######## block 1 ########
==> block_1/placement.png <==
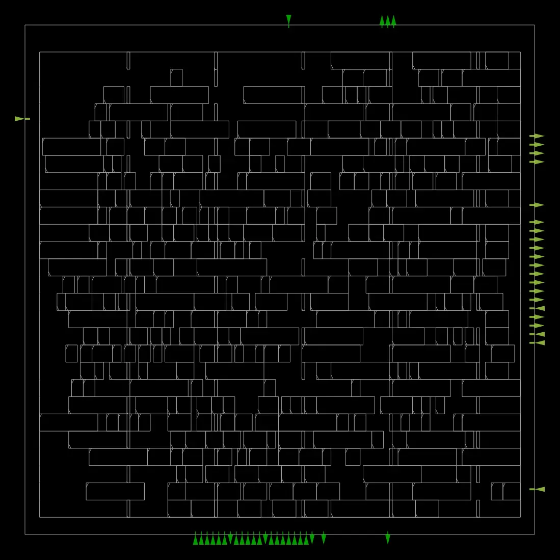

==> config.mk <==
export PLATFORM = sky130hd
export DESIGN_NAME = pcm_frame_sched
export DESIGN_NICKNAME = d
export VERILOG_FILES = /design/src/rtl/pcm_pkg.sv /design/src/rtl/pcm_rr_arb.sv /design/src/rtl/pcm_frame_sched.sv
export SDC_FILE = /design/constraint.sdc
export NUM_CORES = 1
export LEC_CHECK = 0
export CAP_MARGIN = 20
export CORE_MARGIN = 2
export CORE_UTILIZATION = 50
export CTS_CLUSTER_DIAMETER = 30
export DETAILED_ROUTE_END_ITERATION = 10
export PLACE_DENSITY = 0.76
export SLEW_MARGIN = 20
export SYNTH_ARGS = -nofsm -noshare
export SYNTH_HDL_FRONTEND = slang
export SYNTH_SLANG_ARGS = --single-unit
==> constraint.sdc <==
create_clock -name clk_temp -period 5.3 [get_ports clk_temp]
set_input_delay 1.06 -clock clk_temp [delete_from_list [all_inputs] [get_ports clk_temp]]
set_output_delay 1.06 -clock clk_temp [all_outputs]
set_load 0.01 [all_outputs]
==> src/rtl/pcm_pkg.sv <==
// Shared types and constants for the PCM transmit frame scheduler.
package pcm_pkg;

  typedef enum logic [1:0] {
    IDLE = 2'd0,
    SYNC = 2'd1,
    DATA = 2'd2
  } state_e;

  localparam logic [2:0] PAT_RNRZL = 3'd0;
  localparam logic [2:0] PAT_NRZL  = 3'd1;
  localparam logic [2:0] PAT_NRZM  = 3'd2;
  localparam logic [2:0] PAT_NRZS  = 3'd3;

  localparam logic [23:0] SYNC_PATTERN_DEF = 24'hFAF320;
  localparam logic [7:0]  FILL_WORD_DEF    = 8'hAA;

  // Unsupported code types fall back to NRZ-L.
  function automatic logic [2:0] pat_map(input logic [2:0] cfg);
    logic [2:0] res;
    if (cfg > PAT_NRZS) begin
      res = PAT_NRZL;
    end else begin
      res = cfg;
    end
    return res;
  endfunction

endpackage

==> src/rtl/pcm_rr_arb.sv <==
// Two-requester round-robin arbiter. Pure combinational decision; the
// pointer register lives in the caller. ptr_i=0 favours A, 1 favours B.
module pcm_rr_arb
  import pcm_pkg::*;
(
  input  logic a_valid_i,
  input  logic b_valid_i,
  input  logic load_i,
  input  logic ptr_i,
  output logic a_gnt_o,
  output logic b_gnt_o,
  output logic ptr_d_o
);

  // Grant at most one requester per load strobe and point away from the winner.
  always_comb begin
    a_gnt_o = 1'b0;
    b_gnt_o = 1'b0;
    ptr_d_o = ptr_i;
    if (load_i) begin
      if (a_valid_i && b_valid_i) begin
        if (ptr_i) begin
          b_gnt_o = 1'b1;
          ptr_d_o = 1'b0;
        end else begin
          a_gnt_o = 1'b1;
          ptr_d_o = 1'b1;
        end
      end else if (a_valid_i) begin
        a_gnt_o = 1'b1;
        ptr_d_o = 1'b1;
      end else if (b_valid_i) begin
        b_gnt_o = 1'b1;
        ptr_d_o = 1'b0;
      end else begin
        ptr_d_o = ptr_i;
      end
    end else begin
      ptr_d_o = ptr_i;
    end
  end

endmodule

==> src/rtl/pcm_frame_sched.sv <==
// PCM minor-frame scheduler: sync word followed by WORDS_PER_FRAME payload
// words, serialised MSB first, one bit per clk_temp cycle.
module pcm_frame_sched
  import pcm_pkg::*;
#(
  parameter int unsigned             WORD_W          = 8,
  parameter int unsigned             SYNC_W          = 24,
  parameter logic [SYNC_W-1:0]       SYNC_PATTERN    = SYNC_PATTERN_DEF,
  parameter int unsigned             WORDS_PER_FRAME = 16,
  parameter logic [WORD_W-1:0]       FILL_WORD       = FILL_WORD_DEF
) (
  input  logic              clk_temp,
  input  logic              rst_n_i,
  input  logic              enable_i,
  input  logic [2:0]        pattern_cfg_i,
  input  logic              a_valid_i,
  input  logic [WORD_W-1:0] a_data_i,
  output logic              a_ready_o,
  input  logic              b_valid_i,
  input  logic [WORD_W-1:0] b_data_i,
  output logic              b_ready_o,
  output logic              bit_o,
  output logic [2:0]        pattern_o,
  output logic              frame_start_o,
  output logic              word_start_o,
  output logic [15:0]       frame_cnt_o,
  output logic              busy_o
);

  localparam logic [7:0] SYNC_LAST = 8'(SYNC_W - 1);
  localparam logic [7:0] WORD_LAST = 8'(WORD_W - 1);
  localparam logic [7:0] LAST_WORD = 8'(WORDS_PER_FRAME - 1);

  state_e              state_q, state_d;
  logic [7:0]          cnt_q, cnt_d;
  logic [7:0]          word_q, word_d;
  logic [SYNC_W-1:0]   sh_q, sh_d;
  logic                ptr_q, ptr_d;
  logic                frame_start_q, frame_start_d;
  logic                word_start_q, word_start_d;
  logic                busy_q, busy_d;
  logic [2:0]          pat_q, pat_d;
  logic [15:0]         fcnt_q, fcnt_d;

  logic                load_s;
  logic                end_s;
  logic                start_s;
  logic                a_gnt_s, b_gnt_s, ptr_nx_s;
  logic [WORD_W-1:0]   load_word_s;
  logic [SYNC_W-1:0]   load_sh_s;

  // Slot boundaries: load on the last bit of sync or of any word but the final one.
  always_comb begin
    load_s = 1'b0;
    end_s  = 1'b0;
    if (state_q == SYNC) begin
      load_s = (cnt_q == SYNC_LAST);
    end else if (state_q == DATA) begin
      load_s = (cnt_q == WORD_LAST) && (word_q != LAST_WORD);
      end_s  = (cnt_q == WORD_LAST) && (word_q == LAST_WORD);
    end else begin
      load_s = 1'b0;
      end_s  = 1'b0;
    end
    start_s = enable_i && ((state_q == IDLE) || end_s);
  end

  pcm_rr_arb u_arb (
    .a_valid_i (a_valid_i),
    .b_valid_i (b_valid_i),
    .load_i    (load_s),
    .ptr_i     (ptr_q),
    .a_gnt_o   (a_gnt_s),
    .b_gnt_o   (b_gnt_s),
    .ptr_d_o   (ptr_nx_s)
  );

  // Select the word to shift out next: granted requester or fill.
  always_comb begin
    if (a_gnt_s) begin
      load_word_s = a_data_i;
    end else if (b_gnt_s) begin
      load_word_s = b_data_i;
    end else begin
      load_word_s = FILL_WORD;
    end
  end

  // Payload words are left-aligned in the shared shift register.
  assign load_sh_s = SYNC_W'(load_word_s) << (SYNC_W - WORD_W);

  // Next-state logic for the frame FSM, counters and shift register.
  always_comb begin
    state_d       = state_q;
    cnt_d         = cnt_q;
    word_d        = word_q;
    sh_d          = {sh_q[SYNC_W-2:0], 1'b0};
    ptr_d         = ptr_nx_s;
    frame_start_d = 1'b0;
    word_start_d  = 1'b0;
    busy_d        = 1'b1;
    pat_d         = pat_q;
    fcnt_d        = fcnt_q;
    case (state_q)
      IDLE: begin
        sh_d   = '0;
        busy_d = 1'b0;
      end
      SYNC: begin
        if (cnt_q == SYNC_LAST) begin
          state_d      = DATA;
          cnt_d        = 8'd0;
          word_d       = 8'd0;
          sh_d         = load_sh_s;
          word_start_d = 1'b1;
        end else begin
          cnt_d = cnt_q + 8'd1;
        end
      end
      DATA: begin
        if (cnt_q == WORD_LAST) begin
          if (word_q == LAST_WORD) begin
            state_d = IDLE;
            cnt_d   = 8'd0;
            word_d  = 8'd0;
            sh_d    = '0;
            busy_d  = 1'b0;
          end else begin
            word_d       = word_q + 8'd1;
            cnt_d        = 8'd0;
            sh_d         = load_sh_s;
            word_start_d = 1'b1;
          end
        end else begin
          cnt_d = cnt_q + 8'd1;
        end
      end
      default: begin
        state_d = IDLE;
        cnt_d   = 8'd0;
        word_d  = 8'd0;
        sh_d    = '0;
        busy_d  = 1'b0;
      end
    endcase
    // A new frame (from IDLE or back-to-back) overrides the slot bookkeeping.
    if (start_s) begin
      state_d       = SYNC;
      cnt_d         = 8'd0;
      word_d        = 8'd0;
      sh_d          = SYNC_PATTERN;
      frame_start_d = 1'b1;
      word_start_d  = 1'b0;
      busy_d        = 1'b1;
      pat_d         = pat_map(pattern_cfg_i);
      fcnt_d        = fcnt_q + 16'd1;
    end else begin
      pat_d  = pat_q;
      fcnt_d = fcnt_q;
    end
  end

  // State and output registers; async reset returns everything to idle.
  always_ff @(posedge clk_temp or negedge rst_n_i) begin
    if (!rst_n_i) begin
      state_q       <= IDLE;
      cnt_q         <= 8'd0;
      word_q        <= 8'd0;
      sh_q          <= '0;
      ptr_q         <= 1'b0;
      frame_start_q <= 1'b0;
      word_start_q  <= 1'b0;
      busy_q        <= 1'b0;
      pat_q         <= 3'd0;
      fcnt_q        <= 16'd0;
    end else begin
      state_q       <= state_d;
      cnt_q         <= cnt_d;
      word_q        <= word_d;
      sh_q          <= sh_d;
      ptr_q         <= ptr_d;
      frame_start_q <= frame_start_d;
      word_start_q  <= word_start_d;
      busy_q        <= busy_d;
      pat_q         <= pat_d;
      fcnt_q        <= fcnt_d;
    end
  end

  // Ready is the acceptance handshake: the grant qualified by the registered
  // load-slot position, so it can only ever fire in a load cycle.
  assign a_ready_o     = a_gnt_s;
  assign b_ready_o     = b_gnt_s;
  assign bit_o         = sh_q[SYNC_W-1];
  assign pattern_o     = pat_q;
  assign frame_start_o = frame_start_q;
  assign word_start_o  = word_start_q;
  assign frame_cnt_o   = fcnt_q;
  assign busy_o        = busy_q;

endmodule

######## block 2 ########
--- config.mk ---
export PLATFORM = sky130hd
export DESIGN_NAME = flash_mixer
export DESIGN_NICKNAME = d
export VERILOG_FILES = /design/src/rtl/flash_mixer_pkg.sv /design/src/rtl/flash_mixer_saturate.sv /design/src/rtl/flash_mixer.sv
export SDC_FILE = /design/constraint.sdc
export NUM_CORES = 1
export LEC_CHECK = 0
export CORE_MARGIN = 3
export CORE_UTILIZATION = 55
export DETAILED_ROUTE_END_ITERATION = 8
export HOLD_SLACK_MARGIN = 0.1
export PLACE_DENSITY_LB_ADDON = 0.08
export SLEW_MARGIN = 15
export SYNTH_ARGS = -nofsm -noshare
export SYNTH_HDL_FRONTEND = slang
export SYNTH_HIERARCHICAL = 1
export SYNTH_SLANG_ARGS = --single-unit
--- constraint.sdc ---
create_clock -name i_clk -period 9.64 [get_ports i_clk]
set_input_delay 1.928 -clock i_clk [delete_from_list [all_inputs] [get_ports i_clk]]
set_output_delay 1.928 -clock i_clk [all_outputs]
set_load 0.05 [all_outputs]
--- src/rtl/flash_mixer_pkg.sv ---
// Shared types and helpers for the flash sample mixer and related DSP blocks.
package flash_mixer_pkg;

   typedef enum logic [2:0] {
      ST_IDLE  = 3'd0,
      ST_FETCH = 3'd1,
      ST_WAIT  = 3'd2,
      ST_SAT   = 3'd3,
      ST_OUT   = 3'd4
   } state_t;

   // Guard bits cover the sum of n_ch full-scale samples plus one for sign headroom.
   function automatic int acc_width(input int sample_w, input int n_ch);
      return sample_w + $clog2(n_ch) + 1;
   endfunction

   function automatic logic signed [63:0] saturate(input logic signed [63:0] v,
                                                    input int unsigned  w);
      logic signed [63:0] hi;
      logic signed [63:0] lo;
      hi = (64'sd1 <<< (w - 1)) - 64'sd1;
      lo = -(64'sd1 <<< (w - 1));
      if (v > hi)
         return hi;
      else if (v < lo)
         return lo;
      else
         return v;
   endfunction

endpackage

--- src/rtl/flash_mixer_saturate.sv ---
// Combinational clamp of a wide accumulator to a signed sample, with clip flag.
module mix_saturate
   import flash_mixer_pkg::*;
#(
   parameter int ACC_W    = 20,
   parameter int SAMPLE_W = 16
) (
   input  logic signed [ACC_W-1:0]    acc,
   output logic signed [SAMPLE_W-1:0] sample,
   output logic                       clip
);

   logic signed [63:0] wide;
   logic signed [63:0] clamped;

   assign wide    = 64'(acc);
   assign clamped = saturate(wide, SAMPLE_W);
   assign sample  = clamped[SAMPLE_W-1:0];
   assign clip    = (clamped != wide);

endmodule

--- src/rtl/flash_mixer.sv ---
// N-channel mixer: per frame fetches one sample per active channel, attenuates, sums and saturates.
module flash_mixer
   import flash_mixer_pkg::*;
#(
   parameter int N_CH     = 5,
   parameter int ADDR_W   = 21,
   parameter int SAMPLE_W = 16,
   parameter int DATA_LSB = 8
) (
   input  logic                     i_clk,
   input  logic                     i_rst,
   input  logic                     i_frame,
   input  logic [N_CH-1:0]          i_ch_enb,
   input  logic [N_CH-1:0]          i_ch_loop,
   input  logic [N_CH-1:0]          i_ch_trig,
   input  logic [3*N_CH-1:0]        i_ch_shift,
   input  logic [ADDR_W*N_CH-1:0]   i_base,
   input  logic [ADDR_W*N_CH-1:0]   i_len,
   output logic                     o_rd_stb,
   output logic [ADDR_W-1:0]        o_rd_addr,
   input  logic                     i_rd_ack,
   input  logic [31:0]              i_rd_data,
   output logic [SAMPLE_W-1:0]      o_sample,
   output logic                     o_sample_vld,
   output logic                     o_clip,
   output logic                     o_overrun,
   output logic [N_CH-1:0]          o_ch_active,
   output logic                     o_busy
);

   localparam int ACC_W = acc_width(SAMPLE_W, N_CH);
   localparam int CH_W  = (N_CH > 1) ? $clog2(N_CH) : 1;

   state_t                      state;
   logic [CH_W-1:0]             ch;
   logic signed [ACC_W-1:0]     acc;
   logic [ADDR_W-1:0]           ptr [N_CH];
   logic [N_CH-1:0]             pending;
   logic [SAMPLE_W-1:0]         sat_q;
   logic                        clip_q;

   logic [ADDR_W-1:0]           base_arr  [N_CH];
   logic [ADDR_W-1:0]           len_arr   [N_CH];
   logic [2:0]                  shift_arr [N_CH];

   logic signed [SAMPLE_W-1:0]  rd_sample;
   logic signed [ACC_W-1:0]     rd_ext;
   logic signed [ACC_W-1:0]     rd_term;
   logic signed [SAMPLE_W-1:0]  sat_val;
   logic                        sat_clip;
   logic                        last_ch;
   logic                        fetch_go;
   logic [N_CH-1:0]             trig_eff;
   logic                        unused_rd;

   always_comb begin
      for (int unsigned i = 0; i < N_CH; i++) begin
         base_arr[i]  = i_base[i*ADDR_W +: ADDR_W];
         len_arr[i]   = i_len[i*ADDR_W +: ADDR_W];
         shift_arr[i] = i_ch_shift[i*3 +: 3];
      end
   end

   assign rd_sample = i_rd_data[DATA_LSB +: SAMPLE_W];
   assign rd_ext    = ACC_W'(rd_sample);
   assign rd_term   = rd_ext >>> shift_arr[ch];
   assign unused_rd = ^i_rd_data;

   assign last_ch   = (ch == CH_W'(N_CH - 1));
   assign fetch_go  = i_ch_enb[ch] & o_ch_active[ch];
   // A trigger arriving in the SAT cycle itself is honoured rather than deferred a frame.
   assign trig_eff  = pending | i_ch_trig;
   assign o_busy    = (state != ST_IDLE);

   mix_saturate #(
      .ACC_W    (ACC_W),
      .SAMPLE_W (SAMPLE_W)
   ) u_sat (
      .acc    (acc),
      .sample (sat_val),
      .clip   (sat_clip)
   );

   always_ff @(posedge i_clk or posedge i_rst) begin
      if (i_rst) begin
         state        <= ST_IDLE;
         ch           <= '0;
         acc          <= '0;
         o_rd_stb     <= 1'b0;
         o_rd_addr    <= '0;
         pending      <= '0;
         o_ch_active  <= '1;
         sat_q        <= '0;
         clip_q       <= 1'b0;
         o_sample     <= '0;
         o_sample_vld <= 1'b0;
         o_clip       <= 1'b0;
         o_overrun    <= 1'b0;
         for (int unsigned i = 0; i < N_CH; i++)
            ptr[i] <= '0;
      end else begin
         pending      <= pending | i_ch_trig;
         o_sample_vld <= 1'b0;
         o_clip       <= 1'b0;
         o_overrun    <= i_frame & o_busy;

         case (state)
            ST_IDLE: begin
               if (i_frame) begin
                  acc   <= '0;
                  ch    <= '0;
                  state <= ST_FETCH;
               end
            end

            ST_FETCH: begin
               if (fetch_go) begin
                  o_rd_stb  <= 1'b1;
                  o_rd_addr <= base_arr[ch] + ptr[ch];
                  state     <= ST_WAIT;
               end else if (last_ch) begin
                  state <= ST_SAT;
               end else begin
                  ch <= ch + 1'b1;
               end
            end

            ST_WAIT: begin
               if (i_rd_ack) begin
                  o_rd_stb <= 1'b0;
                  acc      <= acc + rd_term;
                  if (last_ch) begin
                     state <= ST_SAT;
                  end else begin
                     ch    <= ch + 1'b1;
                     state <= ST_FETCH;
                  end
               end
            end

            ST_SAT: begin
               sat_q   <= sat_val;
               clip_q  <= sat_clip;
               pending <= '0;
               for (int unsigned i = 0; i < N_CH; i++) begin
                  if (trig_eff[i]) begin
                     ptr[i]         <= '0;
                     o_ch_active[i] <= 1'b1;
                  end else if (o_ch_active[i]) begin
                     if (ptr[i] == len_arr[i] - ADDR_W'(1)) begin
                        ptr[i] <= '0;
                        if (!i_ch_loop[i])
                           o_ch_active[i] <= 1'b0;
                     end else begin
                        ptr[i] <= ptr[i] + ADDR_W'(1);
                     end
                  end else begin
                     ptr[i] <= '0;
                  end
               end
               state <= ST_OUT;
            end

            ST_OUT: begin
               o_sample     <= sat_q;
               o_sample_vld <= 1'b1;
               o_clip       <= clip_q;
               state        <= ST_IDLE;
            end

            default: state <= ST_IDLE;
         endcase
      end
   end

endmodule

==> block_2/placement.png <==
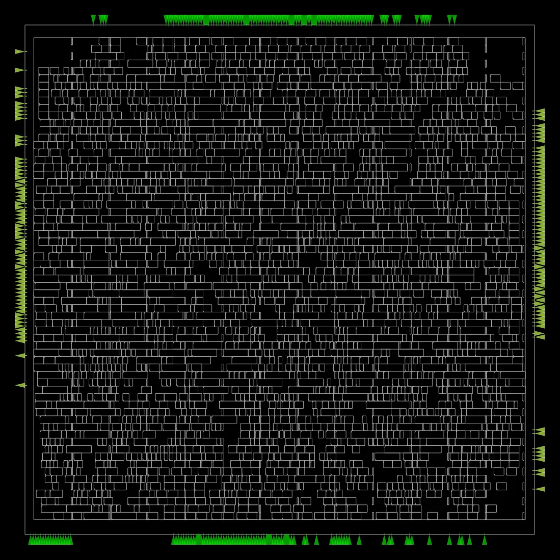
Fillers: 2,757
num sequential: 199
number of non-filler instances in the completed layout: 2,912
post-layout util: 0.6810

==> run notes, block 2 <==
Implementation results. The flow ran to the end, and the final reports show no timing, DRC or antenna violations. Setup repair after global routing left no endpoint under its margin. Looking at area per cell type in the netlist, the leader is sky130_fd_sc_hd__dfrtp_1. Standard cell area after detailed placement landed at 21,100 um2. Per the CTS log, the maximum H-tree level is 4. Final antenna-violating net count landed at 0. In the synthesized netlist the async set-or-reset flop fraction comes to 1.000. The floorplan step defined a die boundary enclosing around 35,000 um2. In this run the power density over the cells is ~280 nW/um2. Arithmetic-cell share of the synthesized area counting full adders, half adders and majority gates landed at 0.03976. Cell internal power was estimated by the tool at approximately 3.0 mW.

Depth of the worst register-to-register path landed at 18. Clock tree buffer count of the final layout landed at 18. In this design, the largest share of critical-path delay is due to AND-OR/OR-AND gates. Share of final layout cell area taken by clock buffers and inverters landed at 0.02766. By instance count after routing, the leading logic cell type is sky130_fd_sc_hd__nand2_1. The critical path goes through clkdlybuf4s50_1, mux2i_1, nor2_1, a21oi_1, o22a_1, mux2i_1, mux2_2, o21ai_0, ha_1, inv_1, fa_1, nand3b_1, a21oi_1, o21ai_0, a211oi_1, nor3_1, o41ai_1, xnor2_1, o21ai_0. Pre-CTS worst setup slack landed at about 2800 ps.

The report shows a maximum critical-path fanout of 18. The clock reaches the later pin of the worst-skew pair after between 400 and 500 ps. Sequential power landed at 1.76 mW.

Area fraction in compound gates landed at 0.1772. Counting the warning lines in the Yosys log gives 6. The portion of synthesized area spent on multiplexers is 0.09808. Per the TritonCTS log, the buffer count is 17. The final timing report lists a hold violation count of 0.
block 2: metal layers:
| layer | vias up | GRT usage | part of all wire |
|---|---|---|---|
| met5 | - | 0 | 0.00073 |
| met4 | 6 | 0.1169 | 0.037 |
| met3 | 135 | 0.07121 | 0.079 |
| met2 | 730 | 0.5267 | 0.47 |
| met1 | 8743 | 0.4118 | 0.41 |
| li1 | 8652 | - | - |
block 2: worst min-delay path, delay by kind of cell, from the launching register on:
kind	cells	cell delay, ps
flip-flops	1	340
AND/OR/NAND/NOR	2	110
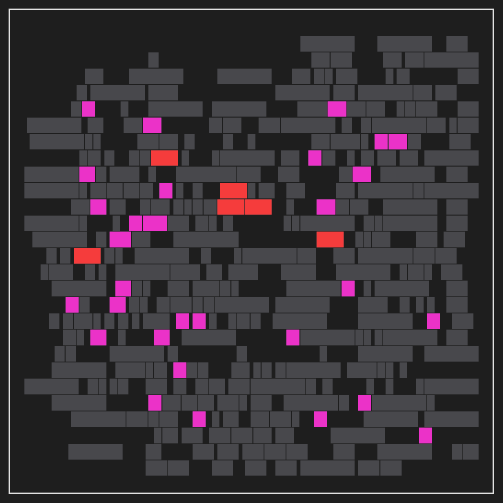
(block_1/logic_types.png)
Drawn at 6 px/um.
legend:
  magenta:
    family: and/or cells
    cells: 30
  red:
    family: fa/ha/maj cells
    cells: 6
    where: centre
proportion of cell area occupied by multi-input gates: 0.3688
commonest non-fill, non-tap cell in the layout: sky130_fd_sc_hd__dfrtp_1
number of non-filler instances in the completed layout: 414

Notes on block_1/placement.png above:
area inside the core boundary: 5574 um2
Seq area share: 0.4090
tap cell count: 72
num rows: 27
num sequential: 59

==> run notes, block 1 <==
Implementation results. STA classifies the critical path endpoint as an output pin. For this run, the chip area from Yosys synthesis comes to roughly 2900 um2. Along the critical path, the tally of buffer and inverter instances is 3.

The transition time recorded at the tightest slew-check pin is a little over 900 ps. Per the run summary, max-cap violations total 0. The number of hold buffers added after CTS was 0. The run finished with clean final reports. Largest stage delay on the critical path landed at around 530 ps.

Clock tree buffer depth landed at 2. Via count landed at around 2.4k. The detail route stage leaves a number of antenna-violating nets equal to 0. Counting instances in the post-synthesis netlist gives the leading cell types as 59 x sky130_fd_sc_hd__dfrtp_1, 44 x sky130_fd_sc_hd__nand2_1, 18 x sky130_fd_sc_hd__a21oi_1.

Standard cell area after detailed placement landed at 3435 um2. In this run the critical register-to-register path is launched from word_q[4]. Clock network power share landed at 0.248. In this design, the largest share of critical-path delay is due to buffers and inverters. Combined area of the multi-input logic cells landed at 1331 um2. Per report_power, the top consumer among the power groups is registers. Total iterations of the first detailed-routing run landed at 4. The largest register by flop count is sh_q. In this run the worst setup path begins at a_valid_i. Routed wire length landed at roughly 6400 um. The layout summary lists the proportion of cells stronger than drive strength 1 as 0.07602. Adding up every negative setup slack in the final design gives 0 ps. Relative slew slack landed at 0.3890.

Final-report max-slew violation count landed at 0. Per the post-synthesis report, the nets total 320. In the floorplan report the effective utilization is 0.5239. Per the OpenROAD floorplan log, the area of the die is around 6500 um2.

Per the synthesis report, the adder-cell share of the synthesized area is 0.02571. Once iteration 0 of detailed routing completed, the report listed about 120 DRC markers. Total clock buffers created by CTS landed at 9. Final cell area excluding filler cells landed at approximately 3600 um2. Fraction of synthesis flops using an asynchronous set or reset pin landed at 1.000.

In this run the worst hold path is classified as reg2reg. Pre-CTS worst setup slack landed at about 1200 ps. Summed over all sequential cells, the power is between 0.6 and 0.7 mW. Maximum number of pins on one net before global-route repair landed at 60. Non-clock buffers in the final layout number roughly 50.

Power density over the cells landed at around 420 nW/um2. The switching component of the power was reported as roughly 0.55 mW.
block 1: per-stage QoR:
step	power, mW	std cells	hold WS (ps)
2_1_floorplan	0.9705	290	422.6
3_3_place_gp	1.145	399	432.2
3_5_place_dp	1.158	399	441.4
4_1_cts	1.542	414	459.2
5_1_grt	1.637	414	479.8
6_report	1.530	414	457.3
block 1: routing by layer:
| layer | part of all wire | routed length, um | global-route usage |
|---|---|---|---|
| met5 | 0 | 0 | 0 |
| met4 | 0.0089 | 57 | 0.07797 |
| met3 | 0.049 | 312 | 0.05393 |
| met2 | 0.48 | 3043 | 0.3375 |
| met1 | 0.47 | 2980 | 0.2940 |


==> gallery <==
Pin map.
image #1
Drawn at 6 px/um. Pins as bars across the die edge, other pins in grey.
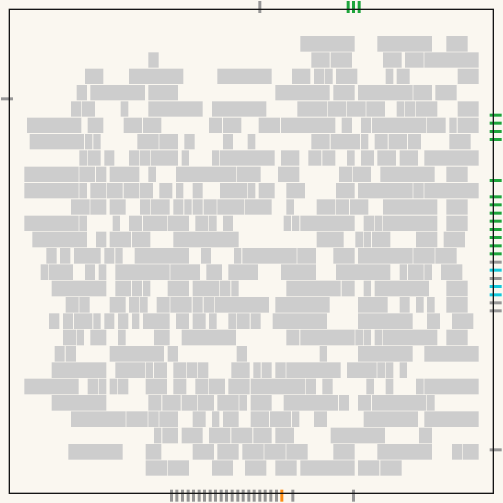
image #2
Drawn at 2 px/um. Pins as bars across the die edge, other pins in grey.
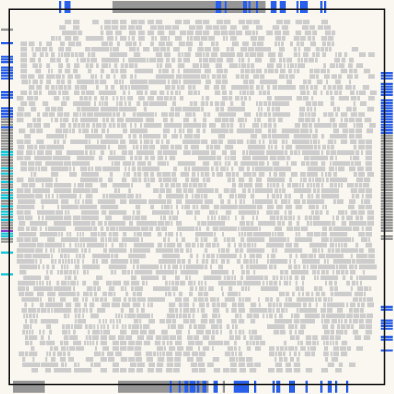
block 1: image #1
block 2: image #2
The one with the most pins is image #2.
The one with the largest die is image #2.

Power figures rest on the tool's default switching activity, not on a simulated workload.
